# id_ex_stage

$ cat config.mk
export PLATFORM = sky130hd
export DESIGN_NAME = id_ex_stage
export DESIGN_NICKNAME = d
export VERILOG_FILES = /design/src/rtl/cpu_pkg.sv /design/src/rtl/fwd_unit.sv /design/src/rtl/id_ex_stage.sv
export SDC_FILE = /design/constraint.sdc
export NUM_CORES = 1
export LEC_CHECK = 0
export CAP_MARGIN = 10
export CORE_AREA = 2 2 101 74
export DETAILED_ROUTE_END_ITERATION = 10
export DIE_AREA = 0 0 103 76
export PLACE_DENSITY = 0.84
export REMOVE_ABC_BUFFERS = 1
export SKIP_LAST_GASP = 1
export SLEW_MARGIN = 20
export SYNTH_ARGS = -nofsm -noshare
export SYNTH_HDL_FRONTEND = slang
export SYNTH_SLANG_ARGS = --single-unit
$ cat constraint.sdc
create_clock -name clk -period 3.9 [get_ports clk]
set_input_delay 0.78 -clock clk [delete_from_list [all_inputs] [get_ports clk]]
set_output_delay 0.78 -clock clk [all_outputs]
set_load 0.01 [all_outputs]
$ cat src/rtl/cpu_pkg.sv
// Shared CPU definitions: default datapath widths and the 4-bit ALU
// operation codes carried down the pipeline.
package cpu_pkg;

    localparam int DEFAULT_DATA_W = 16;
    localparam int DEFAULT_REG_AW = 4;
    localparam int ALU_OP_W       = 4;

    typedef enum logic [ALU_OP_W-1:0] {
        ALU_ADD        = 4'd0,
        ALU_SUB        = 4'd1,
        ALU_EVEN_UPPER = 4'd2,
        ALU_EVEN_LOWER = 4'd3,
        ALU_GTE        = 4'd4,
        ALU_LTZ        = 4'd5,
        ALU_EZ         = 4'd6,
        ALU_EQ         = 4'd7,
        ALU_NE         = 4'd8
    } alu_op_t;

endpackage

$ cat src/rtl/fwd_unit.sv
// Per-operand forwarding unit: detects whether the source register is being
// produced by the instruction in EX or in MEM and picks the operand value.
// Macro ID_EX_FORWARD_EN enables bypassing; without it the register-file
// value is always used and the matches only feed the stall logic.
module fwd_unit
    import cpu_pkg::*;
#(
    parameter int DATA_W = DEFAULT_DATA_W,
    parameter int REG_AW = DEFAULT_REG_AW
) (
    input  logic              use_rs,
    input  logic [REG_AW-1:0] rs,
    input  logic [DATA_W-1:0] rf_data,
    input  logic              ex_valid,
    input  logic              ex_reg_write,
    input  logic              ex_mem_read,
    input  logic [REG_AW-1:0] ex_dest,
    input  logic [DATA_W-1:0] alu_result,
    input  logic              mem_reg_write,
    input  logic [REG_AW-1:0] mem_dest,
    input  logic [DATA_W-1:0] mem_data,
    output logic              ex_match,
    output logic              mem_match,
    output logic [DATA_W-1:0] operand
);

    logic rs_live;

    // A source only counts when it is actually read and is not register 0.
    always_comb begin
        rs_live   = use_rs && (rs != '0);
        ex_match  = rs_live && ex_valid && ex_reg_write && (ex_dest == rs);
        mem_match = rs_live && mem_reg_write && (mem_dest == rs);
    end

`ifdef ID_EX_FORWARD_EN
    // EX result is youngest so it wins; a load in EX has no result yet.
    always_comb begin
        operand = rf_data;
        if (ex_match && !ex_mem_read) begin
            operand = alu_result;
        end else if (mem_match) begin
            operand = mem_data;
        end
    end
`else
    logic unused_fwd;

    // Without bypassing, hazards are resolved by stalling, so the register
    // file value is always correct once the stage is allowed to load.
    always_comb begin
        operand    = rf_data;
        unused_fwd = ^{ex_mem_read, alu_result, mem_data};
    end
`endif

endmodule

$ cat src/rtl/id_ex_stage.sv
// ID/EX pipeline register with operand forwarding and hazard detection.
// Macro ID_EX_FORWARD_EN: defined -> EX/MEM bypassing with load-use stall;
// undefined -> no bypassing, stall on any EX or MEM dependency.
module id_ex_stage
    import cpu_pkg::*;
#(
    parameter int DATA_W = DEFAULT_DATA_W,
    parameter int REG_AW = DEFAULT_REG_AW
) (
    input  logic                clk,
    input  logic                reset,
    input  logic                valid_in,
    input  logic [ALU_OP_W-1:0] op_in,
    input  logic [REG_AW-1:0]   rs0_in,
    input  logic [REG_AW-1:0]   rs1_in,
    input  logic                use_rs0_in,
    input  logic                use_rs1_in,
    input  logic [DATA_W-1:0]   rf_data0_in,
    input  logic [DATA_W-1:0]   rf_data1_in,
    input  logic [REG_AW-1:0]   dest_in,
    input  logic                reg_write_in,
    input  logic                mem_read_in,
    input  logic                stall_in,
    input  logic                flush_in,
    input  logic [DATA_W-1:0]   alu_result_in,
    input  logic [REG_AW-1:0]   mem_dest_in,
    input  logic                mem_reg_write_in,
    input  logic [DATA_W-1:0]   mem_data_in,
    output logic                valid_out,
    output logic [ALU_OP_W-1:0] operation,
    output logic [DATA_W-1:0]   readData0,
    output logic [DATA_W-1:0]   readData1,
    output logic [REG_AW-1:0]   dest_out,
    output logic                reg_write_out,
    output logic                mem_read_out,
    output logic                hazard_stall
);

    logic              ex_match0, ex_match1;
    logic              mem_match0, mem_match1;
    logic [DATA_W-1:0] operand0, operand1;

    fwd_unit #(.DATA_W(DATA_W), .REG_AW(REG_AW)) u_fwd0 (
        .use_rs        (use_rs0_in),
        .rs            (rs0_in),
        .rf_data       (rf_data0_in),
        .ex_valid      (valid_out),
        .ex_reg_write  (reg_write_out),
        .ex_mem_read   (mem_read_out),
        .ex_dest       (dest_out),
        .alu_result    (alu_result_in),
        .mem_reg_write (mem_reg_write_in),
        .mem_dest      (mem_dest_in),
        .mem_data      (mem_data_in),
        .ex_match      (ex_match0),
        .mem_match     (mem_match0),
        .operand       (operand0)
    );

    fwd_unit #(.DATA_W(DATA_W), .REG_AW(REG_AW)) u_fwd1 (
        .use_rs        (use_rs1_in),
        .rs            (rs1_in),
        .rf_data       (rf_data1_in),
        .ex_valid      (valid_out),
        .ex_reg_write  (reg_write_out),
        .ex_mem_read   (mem_read_out),
        .ex_dest       (dest_out),
        .alu_result    (alu_result_in),
        .mem_reg_write (mem_reg_write_in),
        .mem_dest      (mem_dest_in),
        .mem_data      (mem_data_in),
        .ex_match      (ex_match1),
        .mem_match     (mem_match1),
        .operand       (operand1)
    );

    // Hazard request; a flush kills the incoming instruction so never stalls it.
    always_comb begin
`ifdef ID_EX_FORWARD_EN
        hazard_stall = valid_in && !flush_in && mem_read_out && (ex_match0 || ex_match1);
`else
        hazard_stall = valid_in && !flush_in &&
                       (ex_match0 || ex_match1 || mem_match0 || mem_match1);
`endif
    end

    // Pipeline register: reset > flush > downstream stall > bubble > load.
    always_ff @(posedge clk) begin
        if (reset) begin
            valid_out     <= 1'b0;
            reg_write_out <= 1'b0;
            mem_read_out  <= 1'b0;
            operation     <= '0;
            readData0     <= '0;
            readData1     <= '0;
            dest_out      <= '0;
        end else if (flush_in) begin
            valid_out     <= 1'b0;
            reg_write_out <= 1'b0;
            mem_read_out  <= 1'b0;
        end else if (stall_in) begin
            valid_out     <= valid_out;
        end else if (hazard_stall) begin
            valid_out     <= 1'b0;
            reg_write_out <= 1'b0;
            mem_read_out  <= 1'b0;
        end else begin
            valid_out     <= valid_in;
            reg_write_out <= valid_in && reg_write_in;
            mem_read_out  <= valid_in && mem_read_in;
            operation     <= op_in;
            readData0     <= operand0;
            readData1     <= operand1;
            dest_out      <= dest_in;
        end
    end

endmodule

# adder_pipe

===== src/rtl/adder_pkg.sv =====
// adder_pkg: shared defaults, stage-count helper and the per-stage register record.
// The op field is present only when ADDER_PIPE_SUB_EN is defined.
package adder_pkg;

  localparam int unsigned WIDTH_DEF   = 6;
  localparam int unsigned STAGE_W_DEF = 2;
  // Upper bound on WIDTH; stage records are sized for it and the spare bits stay zero.
  localparam int unsigned MAX_W       = 64;

  function automatic int unsigned nstages(input int unsigned width, input int unsigned stage_w);
    return (width + stage_w - 1) / stage_w;
  endfunction

  typedef struct packed {
    logic             valid;
    logic [MAX_W:0]   sum;
    logic             carry;
    logic [MAX_W-1:0] rem_x;
    logic [MAX_W-1:0] rem_y;
`ifdef ADDER_PIPE_SUB_EN
    logic             op;
`endif
  } stage_t;

endpackage


===== src/rtl/adder_pipe_stage.sv =====
// adder_pipe_stage: one SW-bit slice of the carry chain with its stage register and
// load/advance control. Honours ADDER_PIPE_SUB_EN through the op field of stage_t.
module adder_pipe_stage
  import adder_pkg::*;
#(
  parameter int unsigned POS   = 0,
  parameter int unsigned SW    = 2,
  parameter bit          LAST  = 1'b0,
  parameter int unsigned WIDTH = 6
) (
  input  logic   clk,
  input  logic   rst,
  input  stage_t up,
  input  logic   down_ready,
  output logic   ready,
  output stage_t q
);

  stage_t        stage_q;
  stage_t        stage_d;
  logic          op;
  logic [SW-1:0] a;
  logic [SW-1:0] b;
  logic [SW:0]   res;

  always_comb begin
`ifdef ADDER_PIPE_SUB_EN
    op = up.op;
`else
    op = 1'b0;
`endif
    a     = up.rem_x[SW-1:0];
    b     = op ? ~up.rem_y[SW-1:0] : up.rem_y[SW-1:0];
    res   = {1'b0, a} + {1'b0, b} + {{SW{1'b0}}, up.carry};
    ready = !stage_q.valid || down_ready;

    stage_d = stage_q;
    if (ready) begin
      stage_d.valid = up.valid;
      if (up.valid) begin
        stage_d                = up;
        stage_d.sum[POS +: SW] = res[SW-1:0];
        stage_d.carry          = res[SW];
        stage_d.rem_x          = up.rem_x >> SW;
        stage_d.rem_y          = up.rem_y >> SW;
        // Zero-extended ~y puts a 1 at bit WIDTH, so for subtraction the top bit is the inverted carry.
        if (LAST) stage_d.sum[WIDTH] = res[SW] ^ op;
      end
    end
  end

  always_ff @(posedge clk or posedge rst) begin
    if (rst) stage_q <= '0;
    else     stage_q <= stage_d;
  end

  assign q = stage_q;

endmodule


===== src/rtl/adder_pipe.sv =====
// adder_pipe: valid/ready pipelined unsigned adder, NSTAGES = ceil(WIDTH/STAGE_W) slices.
// Define ADDER_PIPE_SUB_EN to add the sub port (x - y as a WIDTH+1-bit two's-complement result).
module adder_pipe
  import adder_pkg::*;
#(
  parameter int unsigned WIDTH   = WIDTH_DEF,
  parameter int unsigned STAGE_W = STAGE_W_DEF
) (
  input  logic             clk,
  input  logic             rst,
  input  logic             in_valid,
  output logic             in_ready,
  input  logic [WIDTH-1:0] x,
  input  logic [WIDTH-1:0] y,
`ifdef ADDER_PIPE_SUB_EN
  input  logic             sub,
`endif
  output logic             out_valid,
  input  logic             out_ready,
  output logic [WIDTH:0]   s
);

  localparam int unsigned NSTAGES = nstages(WIDTH, STAGE_W);

  stage_t           head;
  stage_t           st_q [NSTAGES];
  logic [NSTAGES:0] rdy;
  logic             unused_tail;

  always_comb begin
    head                   = '0;
    head.valid             = in_valid;
    head.rem_x[WIDTH-1:0]  = x;
    head.rem_y[WIDTH-1:0]  = y;
`ifdef ADDER_PIPE_SUB_EN
    head.op                = sub;
    head.carry             = sub;
`endif
  end

  assign rdy[NSTAGES] = out_ready;

  for (genvar k = 0; k < NSTAGES; k++) begin : g_stage
    localparam bit          IS_LAST = (k == NSTAGES - 1);
    localparam int unsigned SLICE_W = IS_LAST ? WIDTH - k * STAGE_W : STAGE_W;
    stage_t up;

    if (k == 0) begin : g_head
      assign up = head;
    end else begin : g_link
      assign up = st_q[k-1];
    end

    adder_pipe_stage #(
      .POS  (k * STAGE_W),
      .SW   (SLICE_W),
      .LAST (IS_LAST),
      .WIDTH(WIDTH)
    ) u_stage (
      .clk       (clk),
      .rst       (rst),
      .up        (up),
      .down_ready(rdy[k+1]),
      .ready     (rdy[k]),
      .q         (st_q[k])
    );
  end

  assign in_ready  = rdy[0];
  assign out_valid = st_q[NSTAGES-1].valid;
  assign s         = st_q[NSTAGES-1].sum[WIDTH:0];
  // Operand and carry fields of the last stage have no consumer.
  assign unused_tail = ^st_q[NSTAGES-1];

endmodule


===== config.mk =====
export PLATFORM = sky130hd
export DESIGN_NAME = adder_pipe
export DESIGN_NICKNAME = d
export VERILOG_FILES = /design/src/rtl/adder_pkg.sv /design/src/rtl/adder_pipe_stage.sv /design/src/rtl/adder_pipe.sv
export SDC_FILE = /design/constraint.sdc
export NUM_CORES = 1
export LEC_CHECK = 0
export CAP_MARGIN = 0
export CORE_ASPECT_RATIO = 1.1
export CORE_MARGIN = 2
export CORE_UTILIZATION = 45
export DETAILED_ROUTE_END_ITERATION = 7
export PLACE_DENSITY_LB_ADDON = 0.2
export REMOVE_ABC_BUFFERS = 1
export SYNTH_ARGS = -nofsm -noshare
export SYNTH_HDL_FRONTEND = slang
export SYNTH_SLANG_ARGS = --single-unit

===== constraint.sdc =====
create_clock -name clk -period 1.6 [get_ports clk]
set_clock_uncertainty 0.15 [all_clocks]
set_input_delay 0.32 -clock clk [delete_from_list [all_inputs] [get_ports clk]]
set_output_delay 0.32 -clock clk [all_outputs]
set_load 0.02 [all_outputs]

# mem_access_unit

===== config.mk =====
export PLATFORM = sky130hd
export DESIGN_NAME = mem_access_unit
export DESIGN_NICKNAME = d
export VERILOG_FILES = /design/src/rtl/mem_access_unit.sv
export SDC_FILE = /design/constraint.sdc
export NUM_CORES = 1
export LEC_CHECK = 0
export CAP_MARGIN = 15
export CORE_AREA = 2 2 103 105
export DETAILED_ROUTE_END_ITERATION = 12
export DIE_AREA = 0 0 105 107
export PLACE_DENSITY = 0.74
export SLEW_MARGIN = 30
export SYNTH_ARGS = -nofsm -noshare
export SYNTH_HDL_FRONTEND = slang
export SYNTH_SLANG_ARGS = --single-unit

===== constraint.sdc =====
create_clock -name clk -period 4.8 [get_ports clk]
set_clock_uncertainty 0.05 [all_clocks]
set_input_delay 0.96 -clock clk [delete_from_list [all_inputs] [get_ports clk]]
set_output_delay 0.96 -clock clk [all_outputs]
set_load 0.05 [all_outputs]

===== src/rtl/mem_access_unit.sv =====
// Memory access unit: combinational store formatter plus a registered load formatter.
// Optional feature macro: MEM_IO_READ_EN (IO-region loads return io_data_in when defined).
module mem_access_unit (
  input  logic        clk,
  input  logic        rst,
  input  logic [31:0] instruction,
  input  logic [31:0] address,
  input  logic        stall,
  input  logic [31:0] data_in,
  input  logic [31:0] dmem_data_in,
  input  logic [31:0] bios_data_in,
  input  logic [31:0] io_data_in,
  output logic [31:0] data_out,
  output logic [3:0]  write_enable_mask,
  output logic        dmem_write_enable,
  output logic        imem_write_enable,
  output logic [31:0] load_data_out
);

  localparam logic [6:0] OPC_LOAD  = 7'b0000011;
  localparam logic [6:0] OPC_STORE = 7'b0100011;

  localparam logic [2:0] F3_B  = 3'b000;
  localparam logic [2:0] F3_H  = 3'b001;
  localparam logic [2:0] F3_W  = 3'b010;
  localparam logic [2:0] F3_BU = 3'b100;
  localparam logic [2:0] F3_HU = 3'b101;

  localparam logic [3:0] RGN_DMEM    = 4'b0001;
  localparam logic [3:0] RGN_IMEM    = 4'b0010;
  localparam logic [3:0] RGN_SHARED  = 4'b0011;
  localparam logic [3:0] RGN_BIOS    = 4'b0100;
  localparam logic [3:0] RGN_IO      = 4'b1000;

  logic [6:0] opcode_p0;
  logic [2:0] funct3_p0;
  logic [3:0] region_p0;
  logic       store_ok_p0;

  assign opcode_p0 = instruction[6:0];
  assign funct3_p0 = instruction[14:12];
  assign region_p0 = address[31:28];

  function automatic logic [31:0] extend_byte(input logic [7:0] b, input logic sign_en);
    logic signed [7:0] sb;
    sb = signed'(b);
    extend_byte = sign_en ? {{24{sb[7]}}, b} : {24'b0, b};
  endfunction

  function automatic logic [31:0] extend_half(input logic [15:0] h, input logic sign_en);
    logic signed [15:0] sh;
    sh = signed'(h);
    extend_half = sign_en ? {{16{sh[15]}}, h} : {16'b0, h};
  endfunction

  function automatic logic [31:0] format_load(input logic [2:0]  f3,
                                              input logic [1:0]  off,
                                              input logic [31:0] word);
    logic [7:0]  sel_byte;
    logic [15:0] sel_half;
    case (off)
      2'd0:    sel_byte = word[7:0];
      2'd1:    sel_byte = word[15:8];
      2'd2:    sel_byte = word[23:16];
      default: sel_byte = word[31:24];
    endcase
    sel_half = off[1] ? word[31:16] : word[15:0];
    case (f3)
      F3_W:    format_load = word;
      F3_H:    format_load = extend_half(sel_half, 1'b1);
      F3_HU:   format_load = extend_half(sel_half, 1'b0);
      F3_B:    format_load = extend_byte(sel_byte, 1'b1);
      F3_BU:   format_load = extend_byte(sel_byte, 1'b0);
      default: format_load = 32'b0;
    endcase
  endfunction

  // Stage p0: store formatting straight from the current inputs
  always_comb begin
    data_out          = data_in;
    write_enable_mask = 4'b0000;
    store_ok_p0       = 1'b0;
    if (opcode_p0 == OPC_STORE) begin
      case (funct3_p0)
        F3_W: begin
          write_enable_mask = 4'b1111;
          store_ok_p0       = 1'b1;
        end
        F3_H: begin
          data_out          = {2{data_in[15:0]}};
          write_enable_mask = address[1] ? 4'b1100 : 4'b0011;
          store_ok_p0       = 1'b1;
        end
        F3_B: begin
          data_out          = {4{data_in[7:0]}};
          write_enable_mask = 4'b0001 << address[1:0];
          store_ok_p0       = 1'b1;
        end
        default: begin
          write_enable_mask = 4'b0000;
          store_ok_p0       = 1'b0;
        end
      endcase
    end
  end

  assign dmem_write_enable = store_ok_p0 &&
                             ((region_p0 == RGN_DMEM) || (region_p0 == RGN_SHARED));
  assign imem_write_enable = store_ok_p0 &&
                             ((region_p0 == RGN_IMEM) || (region_p0 == RGN_SHARED));

  // Stage p0 -> p1: load context, aligned with the synchronous memory read latency
  logic       vld_p1;
  logic [2:0] funct3_p1;
  logic [3:0] region_p1;
  logic [1:0] offset_p1;

  always_ff @(posedge clk or posedge rst) begin
    if (rst) begin
      vld_p1    <= 1'b0;
      funct3_p1 <= 3'b000;
      region_p1 <= 4'b0000;
      offset_p1 <= 2'b00;
    end else if (!stall) begin
      vld_p1    <= (opcode_p0 == OPC_LOAD);
      funct3_p1 <= funct3_p0;
      region_p1 <= region_p0;
      offset_p1 <= address[1:0];
    end
  end

  // Stage p1: pick the responding memory and format the result
  logic [31:0] rd_word_p1;

  always_comb begin
    rd_word_p1 = 32'b0;
    case (region_p1)
      RGN_DMEM, RGN_SHARED: rd_word_p1 = dmem_data_in;
      RGN_BIOS:             rd_word_p1 = bios_data_in;
`ifdef MEM_IO_READ_EN
      RGN_IO:               rd_word_p1 = io_data_in;
`endif
      default:              rd_word_p1 = 32'b0;
    endcase
  end

  assign load_data_out = vld_p1 ? format_load(funct3_p1, offset_p1, rd_word_p1) : 32'b0;

`ifdef MEM_IO_READ_EN
  logic unused_bits;
  assign unused_bits = ^{instruction[31:15], instruction[11:7], address[27:2]};
`else
  logic unused_bits;
  assign unused_bits = ^{instruction[31:15], instruction[11:7], address[27:2],
                         io_data_in, RGN_IO};
`endif

endmodule


Figure 1. I/O nets highlighted (adder_pipe).
Scale: 8 px per um.
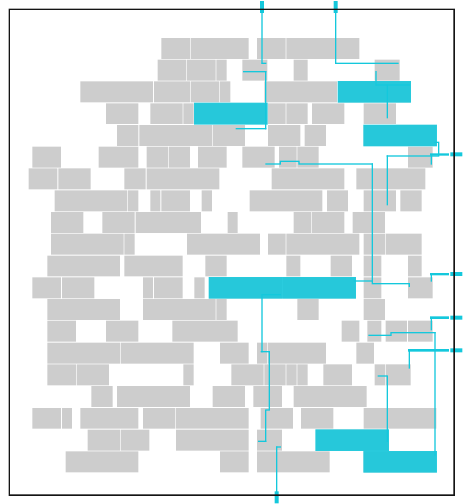
cyan -> s  # bits 7, direction output, end cells 7, buffers 7, wire 175 um

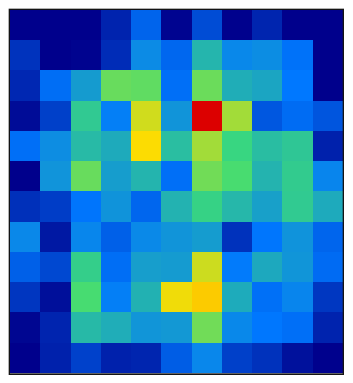
Figure 2: adder_pipe, routed metal per tile.
Scale: 6 px per um. The die is cut into 11 by 12 equal tiles; dark blue is low, red is high, scaled to the fullest tile. Values are wire area over tile area, all layers added.
nearly empty tiles = 11%
mean over tiles = 0.10
fullest tile = 0.38
emptiest ninth of the die = top left

==> report_table.html, adder_pipe <==
<p>Metrics extracted from the flow reports.</p>
<table>
<tr><th>Metric</th><th>Value</th></tr>
<tr><th colspan="2">Synth</th></tr>
<tr><td>Main flop type after synthesis</td><td>dfrtp_1</td></tr>
<tr><td>Async set-or-reset flop fraction in the synthesized netlist</td><td>100%</td></tr>
<tr><th colspan="2">Status</th></tr>
<tr><td>Outcome</td><td>finished with violations</td></tr>
<tr><td>Violations in the final reports</td><td>negative setup slack</td></tr>
<tr><th colspan="2">Route</th></tr>
<tr><td>Routed length on met3</td><td>113 um</td></tr>
<tr><th colspan="2">Worst setup path</th></tr>
<tr><td>Critical-path top delay cell</td><td>fa_1</td></tr>
<tr><td>CP Class</td><td>reg2reg</td></tr>
<tr><td>Biggest fanout along the worst timing path</td><td>2</td></tr>
<tr><th colspan="2">Die</th></tr>
<tr><td>Die Ht</td><td>60.6 um</td></tr>
<tr><td>Std cell rows</td><td>20</td></tr>
<tr><th colspan="2">Clock network</th></tr>
<tr><td>Num CTS Buffers</td><td>5</td></tr>
<tr><th colspan="2">Timing</th></tr>
<tr><td>Endpoints failing setup</td><td>2</td></tr>
<tr><td>Final worst-path setup slack</td><td>-14.9 ps</td></tr>
<tr><td>Total count of max-transition violations in the final report</td><td>0</td></tr>
<tr><th colspan="2">Power and ir drop</th></tr>
<tr><td>Total chip power</td><td>2.26 mW</td></tr>
<tr><th colspan="2">Global routing</th></tr>
<tr><td>Gr usage total</td><td>15.6%</td></tr>
</table>
[adder_pipe: area by class of cell]
class	instances	area (um2)	share of cell area (%)
Inverter	17	63.8	3.67
Multi-Input combinational cell	45	504	29.0
Sequential cell	30	751	43.1
Timing Repair Buffer	36	329	18.9
Clock buffer	6	51.3	2.95
Tap cell	33	41.3	2.37
[adder_pipe: logic make-up after synthesis]
logic type,share of synthesized area [%]
adder cells (fa/ha/maj),8.60
flip-flops,57.4
AND-OR/OR-AND,2.58
AND/OR/NAND/NOR,6.40
multiplexers,20.2
buffers and inverters,4.88
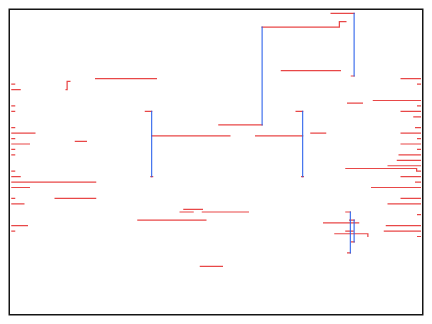
Figure 3: id_ex_stage, wiring by layer.
Scale: 4 px per um. Two of the layers only.
red -> metal 3  # wire length 371 um
blue -> metal 4  # wire length 88.4 um

==> report_table.html, id_ex_stage <==
<p>Metrics extracted from the flow reports.</p>
<table>
<tr><th>Metric</th><th>Value</th></tr>
<tr><th colspan="2">Synth</th></tr>
<tr><td>Synthesis warning total</td><td>0</td></tr>
<tr><td>Summed instance area of the synthesized netlist</td><td>0.00300 mm2</td></tr>
<tr><td>Syn_area_per_cell</td><td>8.48 um2</td></tr>
<tr><td>XORs/XNORs by Area</td><td>4.67%</td></tr>
<tr><th colspan="2">Status</th></tr>
<tr><td>Outcome</td><td>finished clean</td></tr>
<tr><th colspan="2">Die</th></tr>
<tr><td>Placeable core region</td><td>0.00696 mm2</td></tr>
<tr><td>Die Ht</td><td>76 um</td></tr>
<tr><th colspan="2">Timing</th></tr>
<tr><td>Total count of max-transition violations in the final report</td><td>0</td></tr>
<tr><td>Maximum clock rate</td><td>262 MHz</td></tr>
<tr><td>Final worst-path setup slack</td><td>90.4 ps</td></tr>
<tr><th colspan="2">Place</th></tr>
<tr><td>Cell area after placement</td><td>0.00413 mm2</td></tr>
<tr><th colspan="2">Route</th></tr>
<tr><td>Routed length on met3</td><td>370 um</td></tr>
<tr><th colspan="2">Cells and area</th></tr>
<tr><td>Most instantiated logic cell after routing</td><td>clkdlybuf4s50_1</td></tr>
<tr><th colspan="2">Global routing</th></tr>
<tr><td>Pin count of the biggest net entering global routing</td><td>67</td></tr>
<tr><th colspan="2">Worst setup path</th></tr>
<tr><td>Top cell family by delay on the critical path</td><td>simple AND/OR/NAND/NOR gates</td></tr>
<tr><th colspan="2">Power and ir drop</th></tr>
<tr><td>Top power group</td><td>sequential cells</td></tr>
<tr><th colspan="2">Clock network</th></tr>
<tr><td>Clk pin slew, worst setup/hold paths</td><td>90 ps</td></tr>
</table>
## id_ex_stage: path summary, 6_finish.rpt
path         cells past startpoint  slack, ps    startpoint            to
max                              7         90     rs0_in[1]  hazard_stall
min                              2        480  mem_read_out  mem_read_out
max reg2reg                      6       1620   dest_out[2]   dest_out[2]
min reg2reg                      2        480  mem_read_out  mem_read_out
## id_ex_stage: layout make-up
type	count	area, um2
Sequential cell	43	861
Tap cell	98	123
Fill cell	621	2730
Clock inverter	1	30.0
Timing Repair Buffer	120	1160
Clock buffer	6	72.6
Multi-Input combinational cell	278	1980
Inverter	2	7.51
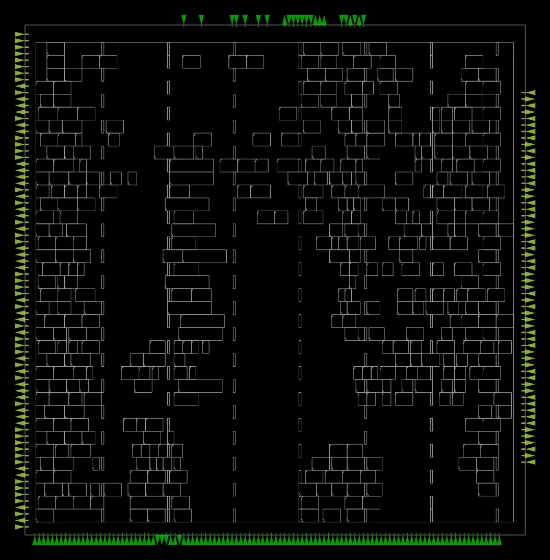
Figure 4: mem_access_unit, placed standard cells.
final core utilization: 39.0%
std cell rows: 37

==> report_table.html, mem_access_unit <==
<p>Metrics extracted from the flow reports.</p>
<table>
<tr><th>Metric</th><th>Value</th></tr>
<tr><th colspan="2">Status</th></tr>
<tr><td>Outcome</td><td>finished clean</td></tr>
<tr><th colspan="2">Power and ir drop</th></tr>
<tr><td>Power density of the placed cells</td><td>131 mW/mm2</td></tr>
<tr><td>Switching part of the total power</td><td>40.7%</td></tr>
<tr><th colspan="2">Die</th></tr>
<tr><td>Fp util</td><td>20.6%</td></tr>
<tr><td>TAP cells</td><td>136</td></tr>
<tr><th colspan="2">Clock network</th></tr>
<tr><td>Clock sinks</td><td>10</td></tr>
<tr><th colspan="2">Run</th></tr>
<tr><td>Max Cap Viol</td><td>0</td></tr>
<tr><th colspan="2">Global routing</th></tr>
<tr><td>M3 GR Usage</td><td>5.29%</td></tr>
<tr><th colspan="2">Place</th></tr>
<tr><td>Placer congestion estimate</td><td>0.871</td></tr>
<tr><th colspan="2">Timing</th></tr>
<tr><td>Tcrit/Tclk final</td><td>90.7%</td></tr>
<tr><td>Worst slew margin</td><td>49.9%</td></tr>
<tr><td>Final Hold Slack</td><td>525 ps</td></tr>
<tr><th colspan="2">Cells and area</th></tr>
<tr><td>Registers with the most flip-flops</td><td>region_p1 (4), funct3_p1 (3), offset_p1 (2)</td></tr>
<tr><th colspan="2">Synth</th></tr>
<tr><td>Syn_area_per_cell</td><td>7.77 um2</td></tr>
<tr><td>Number of enable flip-flop cells</td><td>0</td></tr>
<tr><th colspan="2">Worst setup path</th></tr>
<tr><td>Startpoint types</td><td>input pin</td></tr>
<tr><td>Biggest fanout along the worst timing path</td><td>5</td></tr>
</table>
-- mem_access_unit: path summary, 6_finish.rpt --
path / startpoint / end / slack (ps) / cells past startpoint
min in group asynchronous: rst / offset_p1[0] / 970 / 2
worst max-delay path: instruction[3] / dmem_write_enable / 450 / 6
worst max register to register: region_p1[3] / region_p1[3] / 3630 / 1
worst min register to register: vld_p1 / vld_p1 / 520 / 2
max in group asynchronous: rst / funct3_p1[2] / 3460 / 2
worst min-delay path: vld_p1 / vld_p1 / 520 / 2

Power is estimated from default activity; no workload was simulated.
